######## block 1 ########
Fig. 1: block 1, sequential cells grouped by signal name
(3 px per µm) Other sequential cells in the stronger grey, the rest of the logic in the fainter grey.
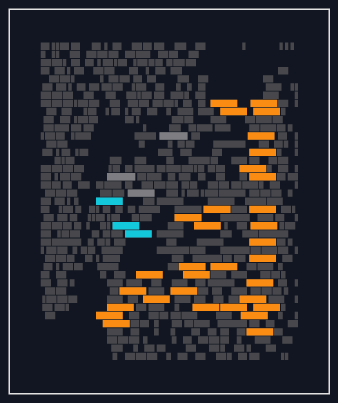

**src/rtl/clint_ctrl.sv**
```systemverilog
// ============================================================================
// Module   : clint_ctrl
// Purpose  : Core-local trap sequencer - ecall/ebreak/mret/external irq at EX,
//            sequential CSR updates through the clint write port, then redirect.
// Revision : 1.0
// ============================================================================
`default_nettype none

`ifndef RV32_ADDR_WIDTH
`define RV32_ADDR_WIDTH 32
`endif
`ifndef RV32_DATA_WIDTH
`define RV32_DATA_WIDTH 32
`endif
`ifndef CSR_ADDR_MSTATUS
`define CSR_ADDR_MSTATUS 12'h300
`endif
`ifndef CSR_ADDR_MTVEC
`define CSR_ADDR_MTVEC 12'h305
`endif
`ifndef CSR_ADDR_MEPC
`define CSR_ADDR_MEPC 12'h341
`endif
`ifndef CSR_ADDR_MCAUSE
`define CSR_ADDR_MCAUSE 12'h342
`endif

module clint_ctrl (
  input  logic                        clk,
  input  logic                        rst,
  input  logic                        i_inst_valid,
  input  logic [`RV32_ADDR_WIDTH-1:0] i_inst_pc,
  input  logic                        i_ecall,
  input  logic                        i_ebreak,
  input  logic                        i_mret,
  input  logic                        i_ext_irq,
  input  logic [`RV32_DATA_WIDTH-1:0] i_csr_mstatus,
  input  logic [`RV32_DATA_WIDTH-1:0] i_csr_mepc,
  input  logic [`RV32_DATA_WIDTH-1:0] i_csr_mtvec,
  output logic                        o_clint_mode,
  output logic                        o_clint_csr_wr_en,
  output logic [`RV32_ADDR_WIDTH-1:0] o_clint_csr_wr_addr,
  output logic [`RV32_DATA_WIDTH-1:0] o_clint_csr_wr_data,
  output logic                        o_hold,
  output logic                        o_jump_en,
  output logic [`RV32_ADDR_WIDTH-1:0] o_jump_addr
);

  localparam int AW = `RV32_ADDR_WIDTH;
  localparam int DW = `RV32_DATA_WIDTH;

  localparam logic [AW-1:0] ADDR_MSTATUS = {{(AW-12){1'b0}}, `CSR_ADDR_MSTATUS};
  localparam logic [AW-1:0] ADDR_MEPC    = {{(AW-12){1'b0}}, `CSR_ADDR_MEPC};
  localparam logic [AW-1:0] ADDR_MCAUSE  = {{(AW-12){1'b0}}, `CSR_ADDR_MCAUSE};

  localparam logic [DW-1:0] CAUSE_ECALL  = DW'(11);
  localparam logic [DW-1:0] CAUSE_EBREAK = DW'(3);
  localparam logic [DW-1:0] CAUSE_IRQ    = {1'b1, {(DW-5){1'b0}}, 4'hB};

  localparam logic [2:0] S_IDLE      = 3'd0;
  localparam logic [2:0] S_T_MEPC    = 3'd1;
  localparam logic [2:0] S_T_MCAUSE  = 3'd2;
  localparam logic [2:0] S_T_MSTATUS = 3'd3;
  localparam logic [2:0] S_T_JUMP    = 3'd4;
  localparam logic [2:0] S_R_MSTATUS = 3'd5;
  localparam logic [2:0] S_R_JUMP    = 3'd6;

  logic [2:0]    state;
  logic [2:0]    state_nxt;
  logic [AW-1:0] pc_q;
  logic [DW-1:0] cause_q;

  logic ev_ecall;
  logic ev_ebreak;
  logic ev_mret;
  logic ev_irq;
  logic take_trap;
  logic accept;
  logic unused_bits;

  assign ev_ecall  = i_inst_valid & i_ecall;
  assign ev_ebreak = i_inst_valid & i_ebreak;
  assign ev_mret   = i_inst_valid & i_mret;
  assign ev_irq    = i_inst_valid & i_ext_irq & i_csr_mstatus[3];

  // mret outranks the interrupt, but not ecall/ebreak
  assign take_trap = ev_ecall | ev_ebreak | (~ev_mret & ev_irq);
  // gated by rst so every output is 0 for the whole reset period
  assign accept    = ~rst & (state == S_IDLE) & (take_trap | ev_mret);

  assign unused_bits = ^i_csr_mtvec[1:0];

  always_ff @(posedge clk or posedge rst) begin
    if (rst) begin
      state   <= S_IDLE;
      pc_q    <= '0;
      cause_q <= '0;
    end else begin
      state <= state_nxt;
      if (accept) begin
        pc_q <= i_inst_pc;
        if (take_trap) begin
          cause_q <= ev_ecall ? CAUSE_ECALL : (ev_ebreak ? CAUSE_EBREAK : CAUSE_IRQ);
        end
      end
    end
  end

  always_comb begin
    state_nxt = state;
    case (state)
      S_IDLE:      if (accept) state_nxt = take_trap ? S_T_MEPC : S_R_MSTATUS;
      S_T_MEPC:    state_nxt = S_T_MCAUSE;
      S_T_MCAUSE:  state_nxt = S_T_MSTATUS;
      S_T_MSTATUS: state_nxt = S_T_JUMP;
      S_T_JUMP:    state_nxt = S_IDLE;
      S_R_MSTATUS: state_nxt = S_R_JUMP;
      S_R_JUMP:    state_nxt = S_IDLE;
      default:     state_nxt = S_IDLE;
    endcase
  end

  always_comb begin
    o_clint_mode        = 1'b0;
    o_clint_csr_wr_en   = 1'b0;
    o_clint_csr_wr_addr = '0;
    o_clint_csr_wr_data = '0;
    o_jump_en           = 1'b0;
    o_jump_addr         = '0;
    o_hold              = (state != S_IDLE) | accept;
    case (state)
      S_T_MEPC: begin
        o_clint_mode        = 1'b1;
        o_clint_csr_wr_en   = 1'b1;
        o_clint_csr_wr_addr = ADDR_MEPC;
        o_clint_csr_wr_data = pc_q;
      end
      S_T_MCAUSE: begin
        o_clint_mode        = 1'b1;
        o_clint_csr_wr_en   = 1'b1;
        o_clint_csr_wr_addr = ADDR_MCAUSE;
        o_clint_csr_wr_data = cause_q;
      end
      S_T_MSTATUS: begin
        o_clint_mode           = 1'b1;
        o_clint_csr_wr_en      = 1'b1;
        o_clint_csr_wr_addr    = ADDR_MSTATUS;
        o_clint_csr_wr_data    = i_csr_mstatus;
        o_clint_csr_wr_data[7] = i_csr_mstatus[3];
        o_clint_csr_wr_data[3] = 1'b0;
      end
      S_T_JUMP: begin
        o_jump_en   = 1'b1;
        o_jump_addr = {i_csr_mtvec[AW-1:2], 2'b00};
      end
      S_R_MSTATUS: begin
        o_clint_mode           = 1'b1;
        o_clint_csr_wr_en      = 1'b1;
        o_clint_csr_wr_addr    = ADDR_MSTATUS;
        o_clint_csr_wr_data    = i_csr_mstatus;
        o_clint_csr_wr_data[3] = i_csr_mstatus[7];
        o_clint_csr_wr_data[7] = 1'b1;
      end
      S_R_JUMP: begin
        o_jump_en   = 1'b1;
        o_jump_addr = i_csr_mepc;
      end
      default: ;
    endcase
  end

endmodule

`default_nettype wire

```
**config.mk**
```make
export PLATFORM = sky130hd
export DESIGN_NAME = clint_ctrl
export DESIGN_NICKNAME = d
export VERILOG_FILES = /design/src/rtl/clint_ctrl.sv
export SDC_FILE = /design/constraint.sdc
export NUM_CORES = 1
export LEC_CHECK = 0
export CAP_MARGIN = 40
export CORE_ASPECT_RATIO = 1.25
export CORE_MARGIN = 10
export CORE_UTILIZATION = 30
export CTS_CLUSTER_DIAMETER = 50
export DETAILED_ROUTE_END_ITERATION = 16
export MAX_ROUTING_LAYER = met4
export PLACE_DENSITY = 0.84
export SLEW_MARGIN = 10
export SYNTH_ARGS = -nofsm -noshare
export SYNTH_HDL_FRONTEND = slang
export SYNTH_SLANG_ARGS = --single-unit
```
**constraint.sdc**
```tcl
create_clock -name clk -period 1.6 [get_ports clk]
set_input_delay 0.32 -clock clk [delete_from_list [all_inputs] [get_ports clk]]
set_output_delay 0.32 -clock clk [all_outputs]
set_load 0.01 [all_outputs]
```
######## block 2 ########
[config.mk]
export PLATFORM = sky130hd
export DESIGN_NAME = fft_bf_sequencer_flat
export DESIGN_NICKNAME = d
export VERILOG_FILES = /design/src/rtl/fft_bf_sequencer_if.sv /design/src/rtl/fft_bf_sequencer.sv /design/src/flat_wrapper.sv
export SDC_FILE = /design/constraint.sdc
export NUM_CORES = 1
export LEC_CHECK = 0
export CAP_MARGIN = 20
export CORE_ASPECT_RATIO = 1.2
export CORE_MARGIN = 4
export CORE_UTILIZATION = 45
export DETAILED_ROUTE_END_ITERATION = 8
export HOLD_SLACK_MARGIN = 0.15
export PLACE_DENSITY = 0.68
export SYNTH_ARGS = -nofsm -noshare
export SYNTH_HDL_FRONTEND = slang
export SYNTH_SLANG_ARGS = --single-unit
[constraint.sdc]
create_clock -name i_clk -period 3.61 [get_ports i_clk]
set_clock_uncertainty 0.15 [all_clocks]
set_input_delay 0.9025 -clock i_clk [delete_from_list [all_inputs] [get_ports i_clk]]
set_output_delay 0.9025 -clock i_clk [all_outputs]
set_load 0.02 [all_outputs]
[src/rtl/fft_bf_sequencer_if.sv]
// Sequencer bus: host start/done plus the memory, twiddle and butterfly control lines.
// Optional macro FFT_IFFT_EN adds the i_inverse request bit.
interface fft_bf_sequencer_if #(parameter int LOG2N = 3);
   logic             i_start;
`ifdef FFT_IFFT_EN
   logic             i_inverse;
`endif
   logic             o_busy;
   logic             o_done;
   logic [LOG2N-1:0] o_stage;
   logic             o_rd_en;
   logic [LOG2N-1:0] o_rd_addr_a;
   logic [LOG2N-1:0] o_rd_addr_b;
   logic [LOG2N-2:0] o_tw_addr;
   logic             o_wr_en;
   logic [LOG2N-1:0] o_wr_addr_a;
   logic [LOG2N-1:0] o_wr_addr_b;
   logic             o_tw_conj;

   modport master (
      input  i_start,
`ifdef FFT_IFFT_EN
      input  i_inverse,
`endif
      output o_busy, o_done, o_stage, o_rd_en, o_rd_addr_a, o_rd_addr_b, o_tw_addr,
             o_wr_en, o_wr_addr_a, o_wr_addr_b, o_tw_conj
   );

   modport slave (
      output i_start,
`ifdef FFT_IFFT_EN
      output i_inverse,
`endif
      input  o_busy, o_done, o_stage, o_rd_en, o_rd_addr_a, o_rd_addr_b, o_tw_addr,
             o_wr_en, o_wr_addr_a, o_wr_addr_b, o_tw_conj
   );
endinterface

[src/rtl/fft_bf_sequencer.sv]
// In-place radix-2 DIT FFT control: issues one butterfly pair per cycle, drives twiddle and
// delayed write-back addresses. Macro FFT_IFFT_EN enables the inverse (conjugate twiddle) input.
module fft_bf_sequencer #(
   parameter int LOG2N  = 3,
   parameter int BF_LAT = 2
) (
   input logic                 i_clk,
   input logic                 i_rst,
   fft_bf_sequencer_if.master  bus
);
   localparam int JW = LOG2N - 1;
   localparam int CW = $clog2(BF_LAT + 1);

   typedef enum logic [1:0] {S_IDLE, S_RUN, S_DRAIN, S_DONE} state_t;

   state_t           r_state;
   logic [JW-1:0]    r_j;
   logic [LOG2N-1:0] r_s;
   logic [CW-1:0]    r_cnt;
   logic             r_busy, r_done, r_rd_en;
   logic [LOG2N-1:0] r_rd_a, r_rd_b;
   logic [JW-1:0]    r_tw;

   logic [BF_LAT:1]             r_vld_pipe;
   logic [BF_LAT:1][LOG2N-1:0]  r_wa_pipe, r_wb_pipe;

   logic [JW-1:0]    w_jn;
   logic [LOG2N-1:0] w_na, w_nb;
   logic [JW-1:0]    w_ntw;

   function automatic logic [LOG2N-1:0] f_rotl(input logic [LOG2N-1:0] x,
                                               input logic [LOG2N-1:0] s);
      logic [2*LOG2N-1:0] w;
      w = {x, x} << s;
      return w[2*LOG2N-1:LOG2N];
   endfunction

   // Stage s keeps only the top s bits of j as twiddle index.
   function automatic logic [JW-1:0] f_mask(input logic [LOG2N-1:0] s);
      logic [LOG2N-1:0] lo;
      lo = (LOG2N'(1) << (LOG2N - 1 - s)) - LOG2N'(1);
      return ~lo[JW-1:0];
   endfunction

   assign w_jn  = r_j + 1'b1;
   assign w_na  = f_rotl({w_jn, 1'b0}, r_s);
   assign w_nb  = f_rotl({w_jn, 1'b1}, r_s);
   assign w_ntw = w_jn & f_mask(r_s);

`ifdef FFT_IFFT_EN
   logic r_inv, r_conj;
`endif

   always_ff @(posedge i_clk or posedge i_rst) begin
      if (i_rst) begin
         r_state <= S_IDLE;
         r_j     <= '0;
         r_s     <= '0;
         r_cnt   <= '0;
         r_busy  <= 1'b0;
         r_done  <= 1'b0;
         r_rd_en <= 1'b0;
         r_rd_a  <= '0;
         r_rd_b  <= '0;
         r_tw    <= '0;
`ifdef FFT_IFFT_EN
         r_inv   <= 1'b0;
         r_conj  <= 1'b0;
`endif
      end else begin
         r_done <= 1'b0;
         case (r_state)
            S_IDLE, S_DONE: begin
               if (bus.i_start) begin
                  r_state <= S_RUN;
                  r_busy  <= 1'b1;
                  r_j     <= '0;
                  r_s     <= '0;
                  r_rd_en <= 1'b1;
                  r_rd_a  <= '0;
                  r_rd_b  <= LOG2N'(1);
                  r_tw    <= '0;
`ifdef FFT_IFFT_EN
                  r_inv   <= bus.i_inverse;
                  r_conj  <= bus.i_inverse;
`endif
               end else begin
                  r_state <= S_IDLE;
                  r_busy  <= 1'b0;
                  r_s     <= '0;
               end
            end
            S_RUN: begin
               if (&r_j) begin
                  r_state <= S_DRAIN;
                  r_cnt   <= CW'(BF_LAT);
                  r_rd_en <= 1'b0;
                  r_rd_a  <= '0;
                  r_rd_b  <= '0;
                  r_tw    <= '0;
`ifdef FFT_IFFT_EN
                  r_conj  <= 1'b0;
`endif
               end else begin
                  r_j    <= w_jn;
                  r_rd_a <= w_na;
                  r_rd_b <= w_nb;
                  r_tw   <= w_ntw;
               end
            end
            S_DRAIN: begin
               if (r_cnt == CW'(1)) begin
                  if (r_s == LOG2N'(LOG2N - 1)) begin
                     r_state <= S_DONE;
                     r_done  <= 1'b1;
                  end else begin
                     // First pair of every stage is (0, 1<<s) with twiddle 0.
                     r_state <= S_RUN;
                     r_s     <= r_s + 1'b1;
                     r_j     <= '0;
                     r_rd_en <= 1'b1;
                     r_rd_a  <= '0;
                     r_rd_b  <= LOG2N'(1) << (r_s + 1'b1);
                     r_tw    <= '0;
`ifdef FFT_IFFT_EN
                     r_conj  <= r_inv;
`endif
                  end
               end else begin
                  r_cnt <= r_cnt - 1'b1;
               end
            end
            default: r_state <= S_IDLE;
         endcase
      end
   end

   // Write-back follows the reads by exactly BF_LAT cycles.
   always_ff @(posedge i_clk or posedge i_rst) begin
      if (i_rst) begin
         r_vld_pipe <= '0;
         r_wa_pipe  <= '0;
         r_wb_pipe  <= '0;
      end else begin
         r_vld_pipe[1] <= r_rd_en;
         r_wa_pipe[1]  <= r_rd_a;
         r_wb_pipe[1]  <= r_rd_b;
         for (int k = 2; k <= BF_LAT; k++) begin
            r_vld_pipe[k] <= r_vld_pipe[k-1];
            r_wa_pipe[k]  <= r_wa_pipe[k-1];
            r_wb_pipe[k]  <= r_wb_pipe[k-1];
         end
      end
   end

   assign bus.o_busy      = r_busy;
   assign bus.o_done      = r_done;
   assign bus.o_stage     = r_s;
   assign bus.o_rd_en     = r_rd_en;
   assign bus.o_rd_addr_a = r_rd_a;
   assign bus.o_rd_addr_b = r_rd_b;
   assign bus.o_tw_addr   = r_tw;
   assign bus.o_wr_en     = r_vld_pipe[BF_LAT];
   assign bus.o_wr_addr_a = r_wa_pipe[BF_LAT];
   assign bus.o_wr_addr_b = r_wb_pipe[BF_LAT];
`ifdef FFT_IFFT_EN
   assign bus.o_tw_conj   = r_conj;
`else
   assign bus.o_tw_conj   = 1'b0;
`endif
endmodule

[src/flat_wrapper.sv]
// flat-port wrapper written by rule: the top's interface ports become plain ports
module fft_bf_sequencer_flat 
#(
   parameter int LOG2N  = 3,
   parameter int BF_LAT = 2
)
  (i_clk, i_rst, bus_i_start, bus_o_busy, bus_o_done, bus_o_stage, bus_o_rd_en, bus_o_rd_addr_a, bus_o_rd_addr_b, bus_o_tw_addr, bus_o_wr_en, bus_o_wr_addr_a, bus_o_wr_addr_b, bus_o_tw_conj);
  fft_bf_sequencer_if #(.LOG2N(LOG2N)) bus_i ();
  input logic i_clk;
  input logic i_rst;
  input wire logic [$bits(bus_i.i_start)-1:0] bus_i_start;
  output wire logic [$bits(bus_i.o_busy)-1:0] bus_o_busy;
  output wire logic [$bits(bus_i.o_done)-1:0] bus_o_done;
  output wire logic [$bits(bus_i.o_stage)-1:0] bus_o_stage;
  output wire logic [$bits(bus_i.o_rd_en)-1:0] bus_o_rd_en;
  output wire logic [$bits(bus_i.o_rd_addr_a)-1:0] bus_o_rd_addr_a;
  output wire logic [$bits(bus_i.o_rd_addr_b)-1:0] bus_o_rd_addr_b;
  output wire logic [$bits(bus_i.o_tw_addr)-1:0] bus_o_tw_addr;
  output wire logic [$bits(bus_i.o_wr_en)-1:0] bus_o_wr_en;
  output wire logic [$bits(bus_i.o_wr_addr_a)-1:0] bus_o_wr_addr_a;
  output wire logic [$bits(bus_i.o_wr_addr_b)-1:0] bus_o_wr_addr_b;
  output wire logic [$bits(bus_i.o_tw_conj)-1:0] bus_o_tw_conj;
  assign bus_i.i_start = bus_i_start;
  assign bus_o_busy = bus_i.o_busy;
  assign bus_o_done = bus_i.o_done;
  assign bus_o_stage = bus_i.o_stage;
  assign bus_o_rd_en = bus_i.o_rd_en;
  assign bus_o_rd_addr_a = bus_i.o_rd_addr_a;
  assign bus_o_rd_addr_b = bus_i.o_rd_addr_b;
  assign bus_o_tw_addr = bus_i.o_tw_addr;
  assign bus_o_wr_en = bus_i.o_wr_en;
  assign bus_o_wr_addr_a = bus_i.o_wr_addr_a;
  assign bus_o_wr_addr_b = bus_i.o_wr_addr_b;
  assign bus_o_tw_conj = bus_i.o_tw_conj;
  fft_bf_sequencer #(.LOG2N(LOG2N), .BF_LAT(BF_LAT)) u_core (.i_clk(i_clk), .i_rst(i_rst), .bus(bus_i));
endmodule
######## block 3 ########
--- config.mk ---
export PLATFORM = sky130hd
export DESIGN_NAME = pwm_fade_ctrl
export DESIGN_NICKNAME = d
export VERILOG_FILES = /design/src/rtl/pwm_pkg.sv /design/src/rtl/pwm_period_timer.sv /design/src/rtl/pwm_fade_ctrl.sv
export SDC_FILE = /design/constraint.sdc
export NUM_CORES = 1
export LEC_CHECK = 0
export CAP_MARGIN = 15
export CORE_AREA = 2 2 109 111
export DETAILED_ROUTE_END_ITERATION = 12
export DIE_AREA = 0 0 111 113
export PLACE_DENSITY = 0.63
export REMOVE_ABC_BUFFERS = 1
export SETUP_SLACK_MARGIN = 0.3
export SYNTH_ARGS = -nofsm -noshare
export SYNTH_HDL_FRONTEND = slang
export SYNTH_SLANG_ARGS = --single-unit
--- constraint.sdc ---
create_clock -name clk -period 10.2 [get_ports clk]
set_input_delay 2.55 -clock clk [delete_from_list [all_inputs] [get_ports clk]]
set_output_delay 2.55 -clock clk [all_outputs]
set_load 0.1 [all_outputs]
--- src/rtl/pwm_pkg.sv ---
// Shared definitions for the PWM fade sequencer: controller state encoding,
// PWM period/duty constants and the saturating step helper.
package pwm_pkg;

    localparam int         PWM_PERIOD = 255;
    localparam logic [7:0] PWM_MAX    = 8'hFF;
    localparam int         DUTY_W     = 8;

    typedef enum logic {
        ST_IDLE = 1'b0,
        ST_RAMP = 1'b1
    } fade_state_t;

    // Move cur toward tgt by at most step, landing exactly on tgt when the
    // remaining distance is no larger than step (never overshoots or wraps).
    function automatic logic [DUTY_W-1:0] step_toward(
        input logic [DUTY_W-1:0] cur,
        input logic [DUTY_W-1:0] tgt,
        input logic [DUTY_W-1:0] step
    );
        logic [DUTY_W:0] w_diff;
        logic [DUTY_W-1:0] w_res;
        w_res = tgt;
        if (tgt >= cur) begin
            w_diff = {1'b0, tgt} - {1'b0, cur};
            if (w_diff > {1'b0, step}) w_res = cur + step;
        end else begin
            w_diff = {1'b0, cur} - {1'b0, tgt};
            if (w_diff > {1'b0, step}) w_res = cur - step;
        end
        return w_res;
    endfunction

endpackage

--- src/rtl/pwm_period_timer.sv ---
// Free-running PWM period counter (0..PERIOD-1) with a pulse on count 0.
// Reusable to phase-align several PWM channels to a common period.
module pwm_period_timer #(
    parameter int PERIOD = 255,
    parameter int CNT_W  = 8
) (
    input  logic clk,
    input  logic reset,
    input  logic i_enable,
    output logic o_period_start
);

    logic [CNT_W-1:0] r_count;

    // Period counter: advances only while enabled, wraps after PERIOD-1.
    // NOTE: asynchronous reset belongs in the sensitivity list; state updates use <= so all flops sample pre-edge values.
    always_ff @(posedge clk or posedge reset) begin
        if (reset) begin
            r_count <= '0;
        end else if (i_enable) begin
            if (r_count == CNT_W'(PERIOD - 1)) r_count <= '0;
            else                               r_count <= r_count + 1'b1;
        end
    end

    assign o_period_start = i_enable && (r_count == '0);

endmodule

--- src/rtl/pwm_fade_ctrl.sv ---
// Fade sequencer driving the duty input of a pwm channel. Accepts
// (target, step, periods) commands over valid/ready and ramps pwmValue
// toward target one step every 'periods' PWM periods.
// Build option: define PWM_FADE_PREEMPT_EN to accept new commands while a
// ramp is in progress (the running ramp is abandoned without a done pulse).
module pwm_fade_ctrl
    import pwm_pkg::*;
#(
    parameter int PERIOD = PWM_PERIOD,
    parameter int CNT_W  = 8
) (
    input  logic              clk,
    input  logic              reset,
    input  logic              enable,
    input  logic              cmd_valid,
    output logic              cmd_ready,
    input  logic [DUTY_W-1:0] cmd_target,
    input  logic [DUTY_W-1:0] cmd_step,
    input  logic [7:0]        cmd_periods,
    output logic [DUTY_W-1:0] pwmValue,
    output logic              period_start,
    output logic              busy,
    output logic              done
);

    fade_state_t       r_state;
    logic [DUTY_W-1:0] r_pwm;
    logic [DUTY_W-1:0] r_target;
    logic [DUTY_W-1:0] r_step;
    logic [7:0]        r_periods;
    logic [7:0]        r_div;
    logic              r_done;

    logic              w_period_start;
    logic              w_accept;
    logic [DUTY_W-1:0] w_step_eff;
    logic [7:0]        w_periods_eff;
    logic [DUTY_W-1:0] w_next_pwm;

    pwm_period_timer #(
        .PERIOD (PERIOD),
        .CNT_W  (CNT_W)
    ) u_timer (
        .clk            (clk),
        .reset          (reset),
        .i_enable       (enable),
        .o_period_start (w_period_start)
    );

`ifdef PWM_FADE_PREEMPT_EN
    assign cmd_ready = enable;
`else
    assign cmd_ready = enable && (r_state == ST_IDLE);
`endif

    assign w_accept      = cmd_valid && cmd_ready;
    assign w_step_eff    = (cmd_step == '0)    ? DUTY_W'(1) : cmd_step;
    assign w_periods_eff = (cmd_periods == '0) ? 8'd1       : cmd_periods;
    assign w_next_pwm    = step_toward(r_pwm, r_target, r_step);

    // Command acceptance and period-aligned ramp stepping; everything holds while disabled.
    always_ff @(posedge clk or posedge reset) begin
        if (reset) begin
            r_state   <= ST_IDLE;
            r_pwm     <= '0;
            r_target  <= '0;
            r_step    <= '0;
            r_periods <= '0;
            r_div     <= '0;
            r_done    <= 1'b0;
        end else if (!enable) begin
            r_done <= 1'b0;
        end else begin
            r_done <= 1'b0;
            if (w_accept) begin
                // A period_start coinciding with acceptance is deliberately ignored.
                r_target  <= cmd_target;
                r_step    <= w_step_eff;
                r_periods <= w_periods_eff;
                r_div     <= w_periods_eff;
                if (cmd_target == r_pwm) begin
                    r_state <= ST_IDLE;
                    r_done  <= 1'b1;
                end else begin
                    r_state <= ST_RAMP;
                end
            end else if (r_state == ST_RAMP && w_period_start) begin
                if (r_div > 8'd1) begin
                    r_div <= r_div - 8'd1;
                end else begin
                    r_div <= r_periods;
                    r_pwm <= w_next_pwm;
                    if (w_next_pwm == r_target) begin
                        r_state <= ST_IDLE;
                        r_done  <= 1'b1;
                    end
                end
            end
        end
    end

    assign pwmValue     = r_pwm;
    assign period_start = w_period_start;
    assign busy         = (r_state == ST_RAMP);
    assign done         = r_done && enable;

endmodule

######## block 4 ########
**src/rtl/unified_mem_arbiter_pkg.sv**
```systemverilog
`default_nettype none
// +--------------------------------------------------------------------+
// | Package : unified_mem_arbiter_pkg                                  |
// | Purpose : shared encodings and default widths for the arbiter      |
// | Rev     : 1.0                                                      |
// +--------------------------------------------------------------------+
package unified_mem_arbiter_pkg;

  localparam int c_addr_width   = 8;
  localparam int c_data_width   = 16;
  localparam int c_starve_limit = 4;
  localparam int c_cnt_width    = 16;

  typedef enum logic [1:0] {
    IDLE = 2'd0,
    RD_I = 2'd1,
    RD_D = 2'd2
  } arb_state_t;

  typedef enum logic [1:0] {
    GNT_NONE = 2'd0,
    GNT_I    = 2'd1,
    GNT_D    = 2'd2
  } gnt_owner_t;

endpackage
`default_nettype wire

```
**src/rtl/unified_mem_arbiter_starve_ctr.sv**
```systemverilog
`default_nettype none
// +--------------------------------------------------------------------+
// | Module  : arb_starve_ctr                                           |
// | Purpose : saturating count of data grants taken while a fetch waits|
// | Rev     : 1.0                                                      |
// +--------------------------------------------------------------------+
module arb_starve_ctr
  import unified_mem_arbiter_pkg::*;
#(
  parameter int STARVE_LIMIT = c_starve_limit
) (
  input  logic clk,
  input  logic rst,
  input  logic i_clr,
  input  logic i_inc,
  output logic o_at_limit
);

  localparam int                 c_cnt_w = $clog2(STARVE_LIMIT + 1);
  localparam logic [c_cnt_w-1:0] c_limit = c_cnt_w'(STARVE_LIMIT);

  logic [c_cnt_w-1:0] r_cnt;

  always_ff @(posedge clk or negedge rst) begin
    if (!rst) begin
      r_cnt <= '0;
    end else if (i_clr) begin
      r_cnt <= '0;
    end else if (i_inc && (r_cnt != c_limit)) begin
      r_cnt <= r_cnt + c_cnt_w'(1);
    end
  end

  assign o_at_limit = (r_cnt == c_limit);

endmodule
`default_nettype wire

```
**src/rtl/unified_mem_arbiter.sv**
```systemverilog
`default_nettype none
// +--------------------------------------------------------------------+
// | Module  : unified_mem_arbiter                                      |
// | Purpose : fetch/data arbiter for one shared single-port memory     |
// | Options : ARB_PERF_CNT_EN adds saturating performance counters     |
// | Rev     : 1.0                                                      |
// +--------------------------------------------------------------------+
module unified_mem_arbiter
  import unified_mem_arbiter_pkg::*;
#(
  parameter int ADDR_WIDTH   = c_addr_width,
  parameter int DATA_WIDTH   = c_data_width,
  parameter int STARVE_LIMIT = c_starve_limit,
  parameter int CNT_WIDTH    = c_cnt_width
) (
  input  logic                  clk,
  input  logic                  rst,
  input  logic                  i_req,
  input  logic [ADDR_WIDTH-1:0] i_addr,
  output logic [DATA_WIDTH-1:0] i_rdata,
  output logic                  i_valid,
  output logic                  if_stall,
  input  logic                  d_rd,
  input  logic                  d_wr,
  input  logic [ADDR_WIDTH-1:0] d_addr,
  input  logic [DATA_WIDTH-1:0] d_wdata,
  output logic                  d_gnt,
  output logic [DATA_WIDTH-1:0] d_rdata,
  output logic                  d_valid,
  output logic                  mem_stall,
  output logic [ADDR_WIDTH-1:0] mem_addr,
  output logic                  mem_rd,
  output logic                  mem_wr,
  output logic [DATA_WIDTH-1:0] mem_wdata,
  input  logic [DATA_WIDTH-1:0] mem_rdata,
`ifdef ARB_PERF_CNT_EN
  output logic [CNT_WIDTH-1:0]  perf_i_stall,
  output logic [CNT_WIDTH-1:0]  perf_d_stall,
  output logic [CNT_WIDTH-1:0]  perf_starve,
`endif
  output logic                  arb_err
);

  if (STARVE_LIMIT < 1) begin : g_chk_starve_limit
    $error("STARVE_LIMIT must be at least 1");
  end
  if (CNT_WIDTH < 1) begin : g_chk_cnt_width
    $error("CNT_WIDTH must be at least 1");
  end

  arb_state_t            r_state;
  arb_state_t            w_state_nxt;
  gnt_owner_t            w_gnt;
  logic                  w_i_elig;
  logic                  w_d_rd_elig;
  logic                  w_d_elig;
  logic                  w_at_limit;
  logic                  w_rd;
  logic                  w_wr;
  logic [ADDR_WIDTH-1:0] r_addr_last;

  // A port whose read is in flight or returning this cycle may not be re-granted.
  assign w_i_elig    = i_req & (r_state != RD_I) & ~i_valid;
  assign w_d_rd_elig = d_rd & (r_state != RD_D) & ~d_valid;
  assign w_d_elig    = d_wr | w_d_rd_elig;

  always_comb begin
    w_gnt = GNT_NONE;
    if (w_i_elig && (!w_d_elig || w_at_limit)) begin
      w_gnt = GNT_I;
    end else if (w_d_elig) begin
      w_gnt = GNT_D;
    end
  end

  always_comb begin
    w_state_nxt = IDLE;
    w_rd        = 1'b0;
    w_wr        = 1'b0;
    mem_addr    = r_addr_last;
    case (w_gnt)
      GNT_I: begin
        w_rd        = 1'b1;
        mem_addr    = i_addr;
        w_state_nxt = RD_I;
      end
      GNT_D: begin
        mem_addr = d_addr;
        if (d_wr) begin
          w_wr = 1'b1;
        end else begin
          w_rd        = 1'b1;
          w_state_nxt = RD_D;
        end
      end
      default: ;
    endcase
  end

  assign mem_rd    = w_rd & rst;
  assign mem_wr    = w_wr & rst;
  assign mem_wdata = d_wdata;
  assign d_gnt     = (w_gnt == GNT_D) & rst;
  assign if_stall  = i_req & ~i_valid;
  assign mem_stall = (d_rd & ~d_valid) | (d_wr & ~d_gnt);

  always_ff @(posedge clk or negedge rst) begin
    if (!rst) begin
      r_state     <= IDLE;
      r_addr_last <= '0;
      i_rdata     <= '0;
      d_rdata     <= '0;
      i_valid     <= 1'b0;
      d_valid     <= 1'b0;
      arb_err     <= 1'b0;
    end else begin
      r_state     <= w_state_nxt;
      r_addr_last <= mem_addr;
      i_valid     <= (r_state == RD_I);
      d_valid     <= (r_state == RD_D);
      if (r_state == RD_I) i_rdata <= mem_rdata;
      if (r_state == RD_D) d_rdata <= mem_rdata;
      if (d_rd && d_wr) arb_err <= 1'b1;
    end
  end

  arb_starve_ctr #(
    .STARVE_LIMIT (STARVE_LIMIT)
  ) u_starve_ctr (
    .clk        (clk),
    .rst        (rst),
    .i_clr      (~i_req | (w_gnt == GNT_I)),
    .i_inc      ((w_gnt == GNT_D) & w_i_elig),
    .o_at_limit (w_at_limit)
  );

`ifdef ARB_PERF_CNT_EN
  localparam logic [CNT_WIDTH-1:0] c_cnt_max = '1;

  // A fetch grant is forced only when data also wanted the slot.
  logic w_forced;
  assign w_forced = (w_gnt == GNT_I) & w_d_elig;

  always_ff @(posedge clk or negedge rst) begin
    if (!rst) begin
      perf_i_stall <= '0;
      perf_d_stall <= '0;
      perf_starve  <= '0;
    end else begin
      if (if_stall && (perf_i_stall != c_cnt_max)) perf_i_stall <= perf_i_stall + CNT_WIDTH'(1);
      if (mem_stall && (perf_d_stall != c_cnt_max)) perf_d_stall <= perf_d_stall + CNT_WIDTH'(1);
      if (w_forced && (perf_starve != c_cnt_max)) perf_starve <= perf_starve + CNT_WIDTH'(1);
    end
  end
`endif

endmodule
`default_nettype wire

```
**config.mk**
```make
export PLATFORM = sky130hd
export DESIGN_NAME = unified_mem_arbiter
export DESIGN_NICKNAME = d
export VERILOG_FILES = /design/src/rtl/unified_mem_arbiter_pkg.sv /design/src/rtl/unified_mem_arbiter_starve_ctr.sv /design/src/rtl/unified_mem_arbiter.sv
export SDC_FILE = /design/constraint.sdc
export NUM_CORES = 1
export LEC_CHECK = 0
export ABC_CLOCK_PERIOD_IN_PS = 2860
export CAP_MARGIN = 20
export CORE_UTILIZATION = 38
export CTS_BUF_LIST = sky130_fd_sc_hd__clkbuf_16
export DETAILED_ROUTE_END_ITERATION = 16
export GPL_ROUTABILITY_DRIVEN = 0
export PLACE_DENSITY = 0.91
export SLEW_MARGIN = 20
export SYNTH_ARGS = -nofsm -noshare
export SYNTH_HDL_FRONTEND = slang
export SYNTH_SLANG_ARGS = --single-unit
```
**constraint.sdc**
```tcl
create_clock -name clk -period 2.86 [get_ports clk]
set_input_delay 0.715 -clock clk [delete_from_list [all_inputs] [get_ports clk]]
set_output_delay 0.715 -clock clk [all_outputs]
set_load 0.005 [all_outputs]
```
Fig. 2: block 1, cell sizes after repair
(3 px per µm)
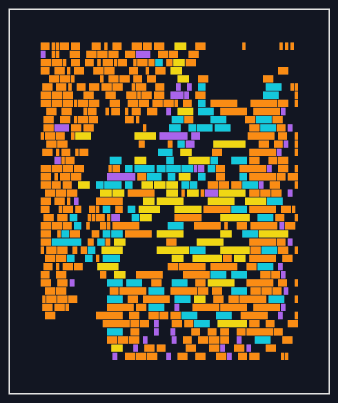
purple -> x2  # cells 46
cyan -> x3 and x4  # cells 74
orange -> x1 and smaller  # cells 348
yellow -> x6 and larger  # cells 46

Notes on Fig. 1 above:
orange -> pc_q  # placed flops 32
cyan -> cause_q  # placed flops 3

==> commit_impl_results.txt, block 1 <==
Add synthesis and place-and-route results

* Top metal layer carrying routed signals: met4
- EDFF count, synth: 0
* MaxCap Viol Count: 0
* Post-CTS Hold Fix Bufs: 0
- Failing checks: setup timing
- Timing analysis after detailed placement gives a worst setup slack of -0.544 ns.
- The synthesis run shows the most used standard cells to be sky130_fd_sc_hd__dfrtp_1 (38), sky130_fd_sc_hd__nor2_1 (37), sky130_fd_sc_hd__mux2i_1 (32).
- Crit Reg-Reg Startpoint: state[2]
- Fraction of power consumed by combinational cells: 0.644
* Std cell rows: 39
* CP max FO: 6
- Final setup violation count: 101
- Yosys attributes the largest share of cell area to sky130_fd_sc_hd__dfrtp_1 (34%), sky130_fd_sc_hd__mux2_4 (16%), sky130_fd_sc_hd__mux2i_1 (12%), sky130_fd_sc_hd__a22o_1 (9.1%), sky130_fd_sc_hd__buf_4 (7.8%).
- In the synthesized netlist the dominant register cell turns out to be sky130_fd_sc_hd__dfrtp_1.
* Horizontal extent of the die: about 110 µm
* Sort of element at the end of the critical path: output pin
* Area growth, synth to finish: 102%
- Depth of the most critical reg-to-reg path: 7
- WL met2: 6630 µm
- Including well taps, the total number of placed cells is around 610.
- Final non-clock buffer share: 0.460
- Counting instances, the worst hold path has a depth of 1.
- The placed instances occupy a cell area of roughly 0.0051 mm².
* Grt met3 use: 0.0407
* Global routing usage summed across all routing layers: 0.176
- Once the clock tree was built, the setup fixing pass inserted 12 buffers.
* Max reg flops: 32
* Status: finished, violations left
- Final core area utilization: 0.616
- Number of tapcells: roughly 120
* Tally of clock buffers in the finished layout: 5
- The final layout contains a sequential cell count of 38.
- Post_cts resized: ~240
- between 150 and 200 cells are multi-input combinational gates.
- Time the final worst path needs with I/O delays and setup: 2.00 ns
* Origin of the worst setup path: state[2]
* Flip-flop and latch share of the layout cell area: 0.170
- Plain + repair buffers: roughly 260
* Post-layout worst setup margin: -0.397 ns
- Per the detail_route log, met3 wirelength is roughly 770 µm.
* Sequence of cells on the critical path: buf_4 -> nand2b_4 -> a21boi_4 -> buf_6 -> buf_4 -> buf_16 -> a22o_1 -> buf_2
- TritonCTS built the clock tree.
* Hold Worst Slack: 0.511 ns
- Synthesis produced about 260 cells.
* Detailed Routing Iterations Pass 1: 4
* Biggest consumer: combinational logic
- The layout report lists the clock-cell share of area as 0.0345.
* Diode count: 0
- The portion of synthesized area spent on multiplexers is 0.292.
- Setup repair after global routing missed its margin: true
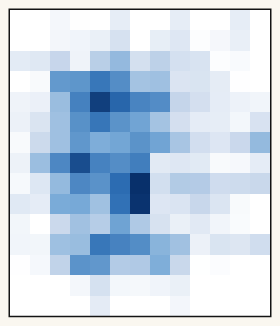
Fig. 3. Signal metal coverage by tile (block 2).
(4 px per µm) The die is cut into 13 by 15 equal tiles; white is low, dark blue is high, scaled to the fullest tile. Values are wire area over tile area, all layers added.
emptiest ninth of the die = bottom right
fullest tile = 0.48
tiles over half the peak = 18%
densest ninth of the die = middle

==> commit_impl_results.txt, block 2 <==
Add synthesis and place-and-route results

- Seq share, synth: 0.485
- Worst EP arrival: roughly 1.7 ns
* Status: finished clean
- Total via count after detailed routing: around 1,200
- Area growth, synth to finish: 15.3%
- Non-clock inverter instance count of the final layout: 11
- The biggest slice of the area belongs to registers.
* Crit Reg-Reg Startpoint: u_core.bus.o_stage[0]
* Logic depth of the worst setup path including buffers: 1
* Grt met3 use: 0.0442
* Post-CTS setup buffers: 0
* Compound Share, Synth: 0.204
- Synthesis produced a netlist whose cell count is 171.
- In this run the vertical extent of the chip is between 70 and 80 µm.
* Most used DFF post-synth: sky130_fd_sc_hd__dfrtp_1
- Count of port buffers added during placement: 23
- Logic Gate Count: approximately 110
- On the critical path, the stage with the largest delay is an instance of sky130_fd_sc_hd__clkdlybuf4s50_1.
* Mean routed wirelength per cell: between 10 and 15 µm
- Length of routed met3 wiring: approximately 180 µm
- Final Hold Viols: 0
- VDD sags by at most between 0.0002 and 0.00025 V.
- End point of the most critical hold path: u_core.bus.o_wr_addr_b[0]
- HPWL after detailed placement: about 2400 µm
- Area fraction of the dominant cell type after synthesis: 0.485
- Synth Warn #: 0
* Number of antenna-violating nets in the routed design: 0
- Hold Worst Slack: between 0.15 and 0.2 ns
* Number of library cell types mapped by synthesis: between 40 and 50
* Largest net degree at the start of global routing: 35
- The cell-mix breakdown from Yosys lists the simple-gate area share as 0.123.
- Depth of the most critical reg-to-reg path: 6
- FP Util: 0.475
- For met1 alone, demand over resource in global routing was 0.197.
- Power dissipated by switching net loads: ~0.49 mW
* Main combinational cell family by area after synthesis: AND-OR/OR-AND gates
- The initial antenna violation count was 0.
- Setup repair after global routing left no endpoint under its margin.
* Tool warnings: 31
- On the worst path, the slowest cell contributes a delay of 0.72 ns.
* Cell internal power dissipation: slightly below 0.9 mW
- For this design the top-level I/O count stands at 25.
* Power share of the clock group: 0.212
- Horizontal extent of the die: 65.0 µm
- Final non-clock buffer share: 0.118
- Logic gate fraction of the total cell area: 0.364
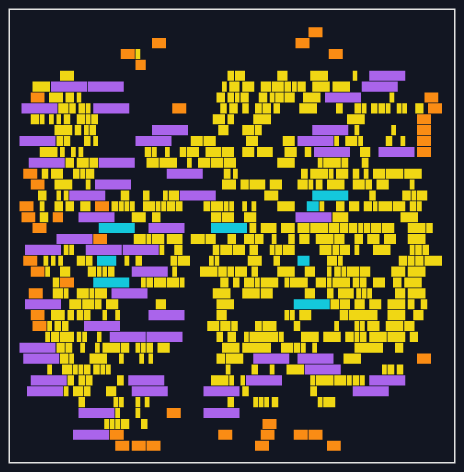
Fig. 4. Placement by cell class (block 3).
(4 px per µm)
cyan -> clock drivers and dummy loads  # cells 8, share of their area 3.2%
purple -> sequential cells  # cells 50, share of their area 26%
yellow -> remaining logic cells  # cells 463, share of their area 63%
orange -> remaining buffers and delay cells  # cells 41, share of their area 8.3%

==> commit_impl_results.txt, block 3 <==
Add synthesis and place-and-route results

- CTS Buf Count: 5
- Via count of the first global-routing pass: 3,826
* Overall power consumption: between 1.5 and 2 mW
- IO Count: around 40
- Across all register-to-register paths, the minimum setup slack is around 5.3 ns.
- Yosys stat counts between 500 and 600 cells in the synthesized netlist.
* Headroom to the max-slew limit: 0.347
* Mean routed wirelength per cell: approximately 17 µm
- The worst hold path was traced through 2 stages.
- Number of library cell types mapped by synthesis: about 67
* Post-synthesis share of cell area spent on and, or, nand and nor gates: 0.197
* Number of antenna violations at the first check in global routing: 0
* Most numerous cell on the critical path: sky130_fd_sc_hd__clkdlybuf4s50_1
- The flow ran to the end, and the final reports show no timing, DRC or antenna violations.
- In this run the power spent charging and discharging nets is roughly 0.78 mW.
- Sort of element at the end of the critical path: output pin
* Layout Skew: slightly above 0.004 ns
* Worst slack at placement: ~2.7 ns
* Number of filler instances in the final layout: 1,128
- Summed over all layers, the global routing overflow is 0.
- Final non-clock buffer share: 0.0798
- Post-placement cell count: between 600 and 700
- The script extracted a total leakage power of approximately 2.2 nW.
- Most numerous logic cell after layout: sky130_fd_sc_hd__nand2_1
- Based on the critical path, the design can be clocked at up to 134 MHz.
* Power share of the clock group: 0.114
* HPWL after detailed placement: 9110 µm
* Crit start category: input pin
- Area taken by flip-flops and latches: roughly 0.0013 mm²
* Depth of the most critical reg-to-reg path: 17
- After layout, the buffer instance count without clock buffers stands at a little over 40.
- Of the total standard cell area in the layout, the sequential portion is 0.246.
* Time the final worst path needs with I/O delays and setup: ~7.5 ns
* Met1 Use GR: 0.268
- Slowest cell on the critical path: sky130_fd_sc_hd__clkdlybuf4s50_1
* Most frequently placed logic cells in the final layout: sky130_fd_sc_hd__nand2_1 (72), sky130_fd_sc_hd__ha_1 (50), sky130_fd_sc_hd__dfrtp_1 (50), sky130_fd_sc_hd__clkdlybuf4s50_1 (39), sky130_fd_sc_hd__inv_1 (38)
* Main combinational cell family by area after synthesis: AND-OR/OR-AND gates
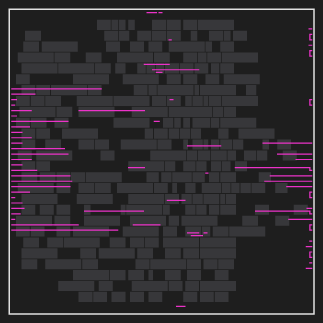
Fig. 5. The metal 3 layer (block 4).
(4 px per µm) Cells faint in the background.
share of all routed wire = 8.0%
main direction = horizontal
longest straight run = 26.4 µm
wire length on this layer = 404 µm

==> commit_impl_results.txt, block 4 <==
Add synthesis and place-and-route results

- The run finished with clean final reports.
- Per the detail_route report, routed wire per instance is 16.0 µm.
* Required time of the critical path: approximately 2.1 ns
- On met3, the global router reports a usage of 0.0648.
- Length of routed met3 wiring: around 400 µm
- The filler cells instantiated in the layout total between 300 and 400.
- Fraction of synthesized cell area in xor and xnor cells: 0
- In the log, the iteration count for the first detailed-route pass is 4.
- Instance area at placement: 0.00297 mm²
* Cell count listed in synth_stat.txt: 153
- Per the OpenROAD floorplan log, the area of the die is about 0.0057 mm².
- Count of sequential standard cells: between 40 and 50
* Most area-hungry cell class in the final design: registers
- CP max FO: 5
- Achievable frequency: between 300 and 400 MHz
- Global routing usage summed across all routing layers: 0.191
- Async set or reset register ratio after synthesis: 1.00
- Synthesized netlist cell count: approximately 150
- The routed design has 5070 µm of wire.
* Leakage power summed over all cells: around 1.4 nW
- Layer with the highest usage after global routing: met2
- Counting distinct cell types in the post-synthesis netlist gives 28.
* Fraction of the mapped netlist area in adder cells: 0.0121
* Sequence of cells on the critical path: buf_2 -> and2b_2 -> or3b_4 -> and2_4 -> buf_6 -> a221o_1 -> buf_2
- The worst register-to-register path ends at r_addr_last[6].
- Mux contribution to synthesized area: 0.174
- GR Util met2: 0.317
* Main combinational cell family by area after synthesis: multiplexers
- For this run, the number of Yosys warnings is 0.
* Crit start category: input pin
- Deepest level of the CTS H-tree: 2
* Biggest consumer: registers
- Hold timing on the final database bottoms out at a slack of between 0.4 and 0.5 ns.
- FP Util: 0.400
* Registers with the most flip-flops: d_rdata x16, i_rdata x16, r_addr_last x8
- In this run, CTS created clock tree buffers numbering 5.
- The critical path runs through a total of 7 cells.
* Seq share, synth: 0.580
- Measured in cells, the most critical reg-to-reg path has a length of 8.
* EDFF count, synth: 0
* DRC errors left: 0
- Area fraction of the dominant cell type after synthesis: 0.580
* Post-layout worst setup margin: about 0.044 ns
* Compound Share, Synth: 0.0738
- Yosys reg bits: 48
* Highest ir drop seen on vdd: approximately 0.00047 V
* Top cell types by occurrence after synthesis: sky130_fd_sc_hd__dfrtp_1 (48), sky130_fd_sc_hd__mux2_2 (32), sky130_fd_sc_hd__buf_4 (16)
- Power dissipated by switching net loads: slightly above 0.5 mW
* Post_cts resized: between 40 and 50
* Buffer levels on the longest clock path: 2
- Setup repair after global routing could not meet its margin everywhere.
* Final Hold Viols: 0
* Slowest cell on the critical path: sky130_fd_sc_hd__or3b_4
* Number of nets in the finished design: 301
- The number of global-route vias before repair is around 1,700.
* Power of the sequential group: 0.893 mW
* Post-synthesis share of cell area spent on and, or, nand and nor gates: 0.0762
- Clock latency reported for the late side of the worst-skew pair: 0.29 ns
- The report lists the number of standard-cell rows as 26.
- Most common cell in the synthesized netlist: sky130_fd_sc_hd__dfrtp_1
- Sum of routed wire segments on met1: 2020 µm
- From bottom edge to top edge, the die measures 75.8 µm.
- The flow reports power dissipated in the clock network as approximately 0.64 mW.

==> screenshots <==
Placement view.
Plate I
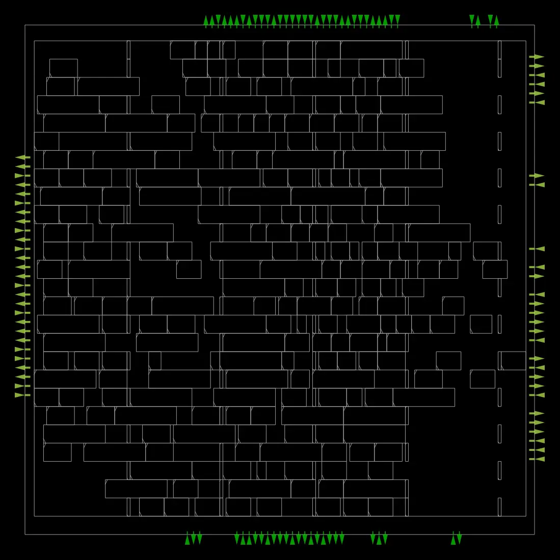
Plate II
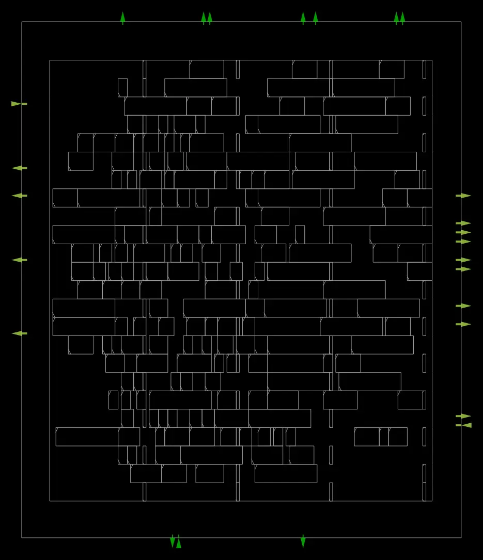
Plate III
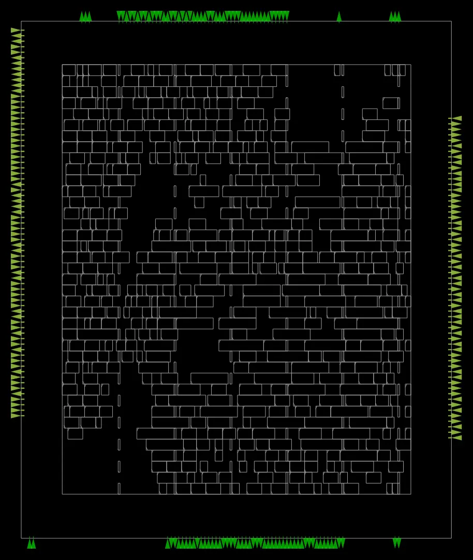
Plate IV
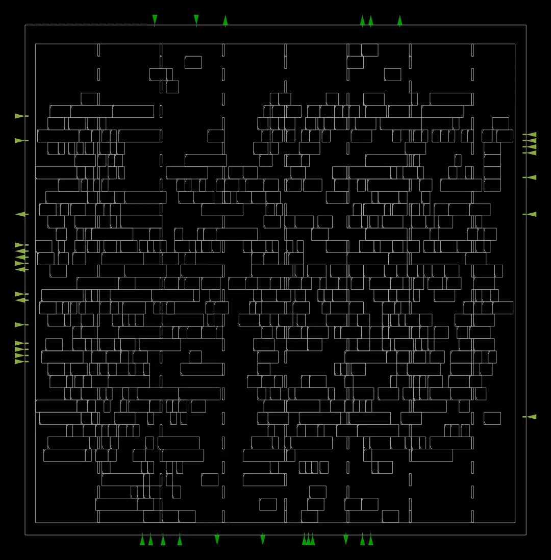
- lowest utilization: Plate IV
- fewest cells: Plate II
block 2 -> Plate II
block 3 -> Plate IV
block 4 -> Plate I
block 1 -> Plate III


######## block 5 ########
Fig. 6: block 5, placement by cell class
(8 px per µm)
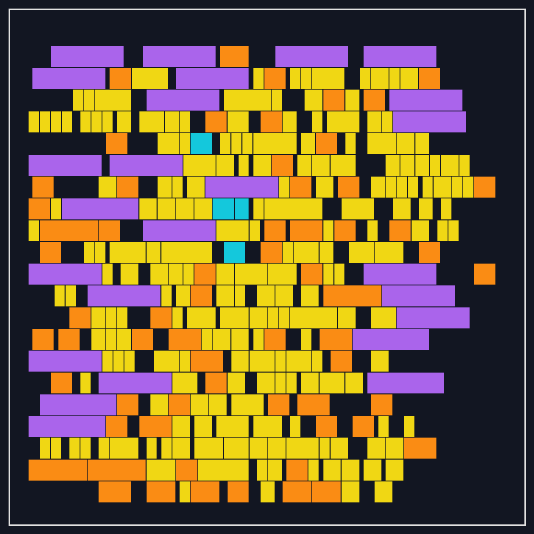
Fig. 7: block 5, sequential cells grouped by signal name
(6 px per µm) Other sequential cells in the stronger grey, the rest of the logic in the fainter grey.
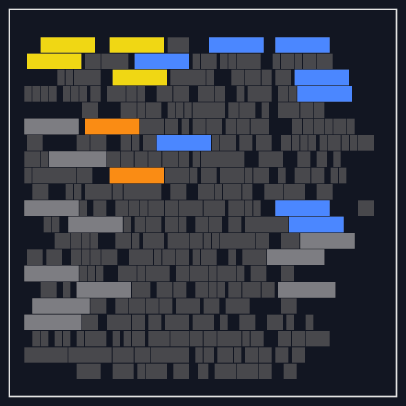
**src/rtl/mux_arbiter.sv**
```systemverilog
`default_nettype none
// ============================================================================
//  Module   : mux_arbiter
//  Purpose  : Round-robin arbiter and sequencer for a shared dual 4-to-1 mux
//             (74LS153-style datapath). Up to four requesters share the mux.
//             The block drives the mux select and strobe (blanking) lines and
//             returns a one-hot grant. Every select change is break-before-
//             make: the mux outputs stay blanked while the select settles.
//  Ports    : clk      in   system clock, rising edge
//             rst      in   asynchronous reset, active-high
//             req[3:0] in   per-requester request, held for the whole access
//             gnt[3:0] out  one-hot grant, zero when the mux is unowned
//             sel[1:0] out  mux select (A = sel[1], B = sel[0])
//             blank    out  mux strobe, 1 forces both mux outputs low
//             busy     out  high while settling or granted
//             timeout  out  one-cycle pulse after a forced revocation
//  Params   : SETTLE   blanking cycles after a select change (0..15)
//             MAX_HOLD granted cycles allowed while others wait, 0 = no limit
//  Revision : 1.0 - initial release
// ============================================================================
module mux_arbiter #(
    parameter int SETTLE   = 1,
    parameter int MAX_HOLD = 16
) (
    input  logic       clk,
    input  logic       rst,
    input  logic [3:0] req,
    output logic [3:0] gnt,
    output logic [1:0] sel,
    output logic       blank,
    output logic       busy,
    output logic       timeout
);

    localparam logic [1:0] c_st_idle   = 2'd0;
    localparam logic [1:0] c_st_settle = 2'd1;
    localparam logic [1:0] c_st_grant  = 2'd2;

    localparam logic [3:0] c_settle_cnt = 4'(SETTLE);
    localparam logic       c_hold_en    = (MAX_HOLD != 0);
    // Value the hold counter shows during the last permitted granted cycle.
    localparam logic [7:0] c_hold_last  = (MAX_HOLD == 0) ? 8'd0 : 8'(MAX_HOLD - 1);

    logic [1:0] r_state;
    logic [1:0] r_sel;
    logic [1:0] r_last;
    logic [3:0] r_count;
    logic [7:0] r_hold;
    logic [3:0] r_gnt;
    logic       r_blank;
    logic       r_busy;
    logic       r_timeout;

    logic [1:0] w_win;
    logic [1:0] w_idx;
    logic       w_found;
    logic [3:0] w_sel_onehot;
    logic [3:0] w_win_onehot;
    logic       w_own_req;
    logic       w_others;

    // Round-robin search starting just after the last owner; offset 4 wraps
    // back to the last owner itself, so it has the lowest priority.
    always_comb begin
        w_win   = r_last;
        w_found = 1'b0;
        w_idx   = 2'd0;
        for (int i = 1; i <= 4; i++) begin
            w_idx = r_last + 2'(i);
            if (!w_found && req[w_idx]) begin
                w_win   = w_idx;
                w_found = 1'b1;
            end
        end
    end

    assign w_sel_onehot = 4'b0001 << r_sel;
    assign w_win_onehot = 4'b0001 << w_win;
    assign w_own_req    = req[r_sel];
    assign w_others     = |(req & ~w_sel_onehot);

    always_ff @(posedge clk or posedge rst) begin
        if (rst) begin
            r_state   <= c_st_idle;
            r_sel     <= 2'd0;
            r_last    <= 2'd3;
            r_count   <= 4'd0;
            r_hold    <= 8'd0;
            r_gnt     <= 4'b0000;
            r_blank   <= 1'b1;
            r_busy    <= 1'b0;
            r_timeout <= 1'b0;
        end else begin
            r_timeout <= 1'b0;
            case (r_state)
                c_st_idle: begin
                    if (|req) begin
                        r_sel  <= w_win;
                        r_busy <= 1'b1;
                        if (SETTLE == 0) begin
                            r_state <= c_st_grant;
                            r_gnt   <= w_win_onehot;
                            r_blank <= 1'b0;
                            r_hold  <= 8'd0;
                        end else begin
                            r_state <= c_st_settle;
                            r_count <= c_settle_cnt;
                        end
                    end
                end

                c_st_settle: begin
                    // Requester gave up before the grant: abandon quietly,
                    // the rotation pointer is left untouched.
                    if (!w_own_req) begin
                        r_state <= c_st_idle;
                        r_busy  <= 1'b0;
                    end else if (r_count == 4'd1) begin
                        r_state <= c_st_grant;
                        r_gnt   <= w_sel_onehot;
                        r_blank <= 1'b0;
                        r_hold  <= 8'd0;
                    end else begin
                        r_count <= r_count - 4'd1;
                    end
                end

                c_st_grant: begin
                    if (!w_own_req ||
                        (c_hold_en && (r_hold == c_hold_last) && w_others)) begin
                        r_state   <= c_st_idle;
                        r_gnt     <= 4'b0000;
                        r_blank   <= 1'b1;
                        r_busy    <= 1'b0;
                        r_last    <= r_sel;
                        r_timeout <= w_own_req;
                    end else if (r_hold != 8'hff) begin
                        r_hold <= r_hold + 8'd1;
                    end
                end

                default: begin
                    r_state <= c_st_idle;
                    r_gnt   <= 4'b0000;
                    r_blank <= 1'b1;
                    r_busy  <= 1'b0;
                end
            endcase
        end
    end

    assign gnt     = r_gnt;
    assign sel     = r_sel;
    assign blank   = r_blank;
    assign busy    = r_busy;
    assign timeout = r_timeout;

endmodule
`default_nettype wire
```
**config.mk**
```make
export PLATFORM = sky130hd
export DESIGN_NAME = mux_arbiter
export DESIGN_NICKNAME = d
export VERILOG_FILES = /design/src/rtl/mux_arbiter.sv
export SDC_FILE = /design/constraint.sdc
export NUM_CORES = 1
export LEC_CHECK = 0
export ABC_AREA = 1
export CAP_MARGIN = 20
export CORE_MARGIN = 2
export CORE_UTILIZATION = 45
export CTS_CLUSTER_DIAMETER = 200
export DETAILED_ROUTE_END_ITERATION = 12
export PLACE_DENSITY = 0.67
export SLEW_MARGIN = 20
export SYNTH_ARGS = -nofsm -noshare
export SYNTH_HDL_FRONTEND = slang
export SYNTH_SLANG_ARGS = --single-unit
```
**constraint.sdc**
```tcl
create_clock -name clk -period 1.6 [get_ports clk]
set_clock_uncertainty 0.1 [all_clocks]
set_input_delay 0.16 -clock clk [delete_from_list [all_inputs] [get_ports clk]]
set_output_delay 0.16 -clock clk [all_outputs]
set_load 0.05 [all_outputs]
```
==> commit_impl_results.txt <==
Add synthesis and place-and-route results

* Area contributors post-synth: sky130_fd_sc_hd__dfrtp_1 (34%), sky130_fd_sc_hd__nand2_1 (20%), sky130_fd_sc_hd__nand3_1 (7.0%), sky130_fd_sc_hd__dfstp_2 (4.8%), sky130_fd_sc_hd__inv_1 (3.9%)
- Clock Power: 0.288 mW
* Final Hold Viols: 0
* Switching Share: 0.495
* Final design instance area without fill: between 0.002 and 0.0025 mm²
- Final setup violation count: 12
- Largest net degree at the start of global routing: 26
* Yosys stat chip area: roughly 0.0016 mm²
- Per STA, the startpoint of the critical path is r_last[0].
- Of the total standard cell area in the layout, the multi-input combinational portion is 0.446.
* Status: finished, violations left
- Summed over all layers, the routed wires come to about 4600 µm.
- Max stage delay on crit path: between 0.6 and 0.7 ns
- The critical path in the final layout is reported with a setup slack of -0.0715 ns.
- The final reports fail on setup timing.
- Final cell count without fillers: roughly 340
* MaxCap Viol Count: 0
* Yosys reg bits: 25
- Buffer-and-inverter tally for the worst setup path: 2
* WL met2: between 2000 and 2500 µm
- Sum of routed wire segments on met1: slightly below 2000 µm
- Top cell types by occurrence after synthesis: sky130_fd_sc_hd__nand2_1 (89), sky130_fd_sc_hd__nand3_1 (23), sky130_fd_sc_hd__dfrtp_1 (22)
* Grt met3 use: 0.0158
- Number of tapcells: 46
* Achievable frequency: approximately 600 MHz
* Tool warnings: 30
About Fig. 6:
yellow -> remaining logic cells  # cells 201, share of their area 50%
cyan -> clock drivers and dummy loads  # cells 4, share of their area 1.1%
purple -> sequential cells  # cells 25, share of their area 26%
orange -> remaining buffers and delay cells  # cells 63, share of their area 23%

About Fig. 7:
orange -> r_state  # placed flops 2
yellow -> r_count  # placed flops 4, where top left
blue -> r_hold  # placed flops 8
not coloured = 11



==> layout pictures side by side <==
The metal 3 layer.
panel A
(2 px per µm) Cells faint in the background.
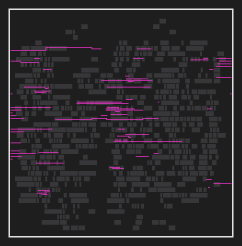
panel B
(4 px per µm) Cells faint in the background.
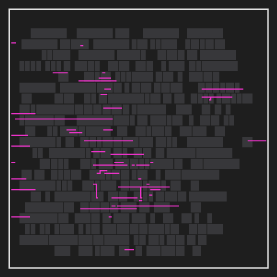
panel C
(4 px per µm) Cells faint in the background.
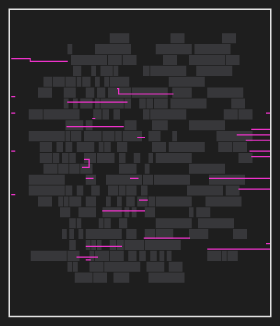
panel D
(2 px per µm) Cells faint in the background.
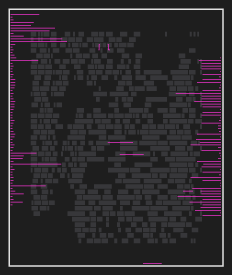
- smallest die: panel B
- block 5 = panel B
- block 2 = panel C
- block 3 = panel A
- block 1 = panel D

Key to panel B:
wire length on this layer = 211 µm
main direction = horizontal

Power figures rest on the tool's default switching activity, not on a simulated workload.
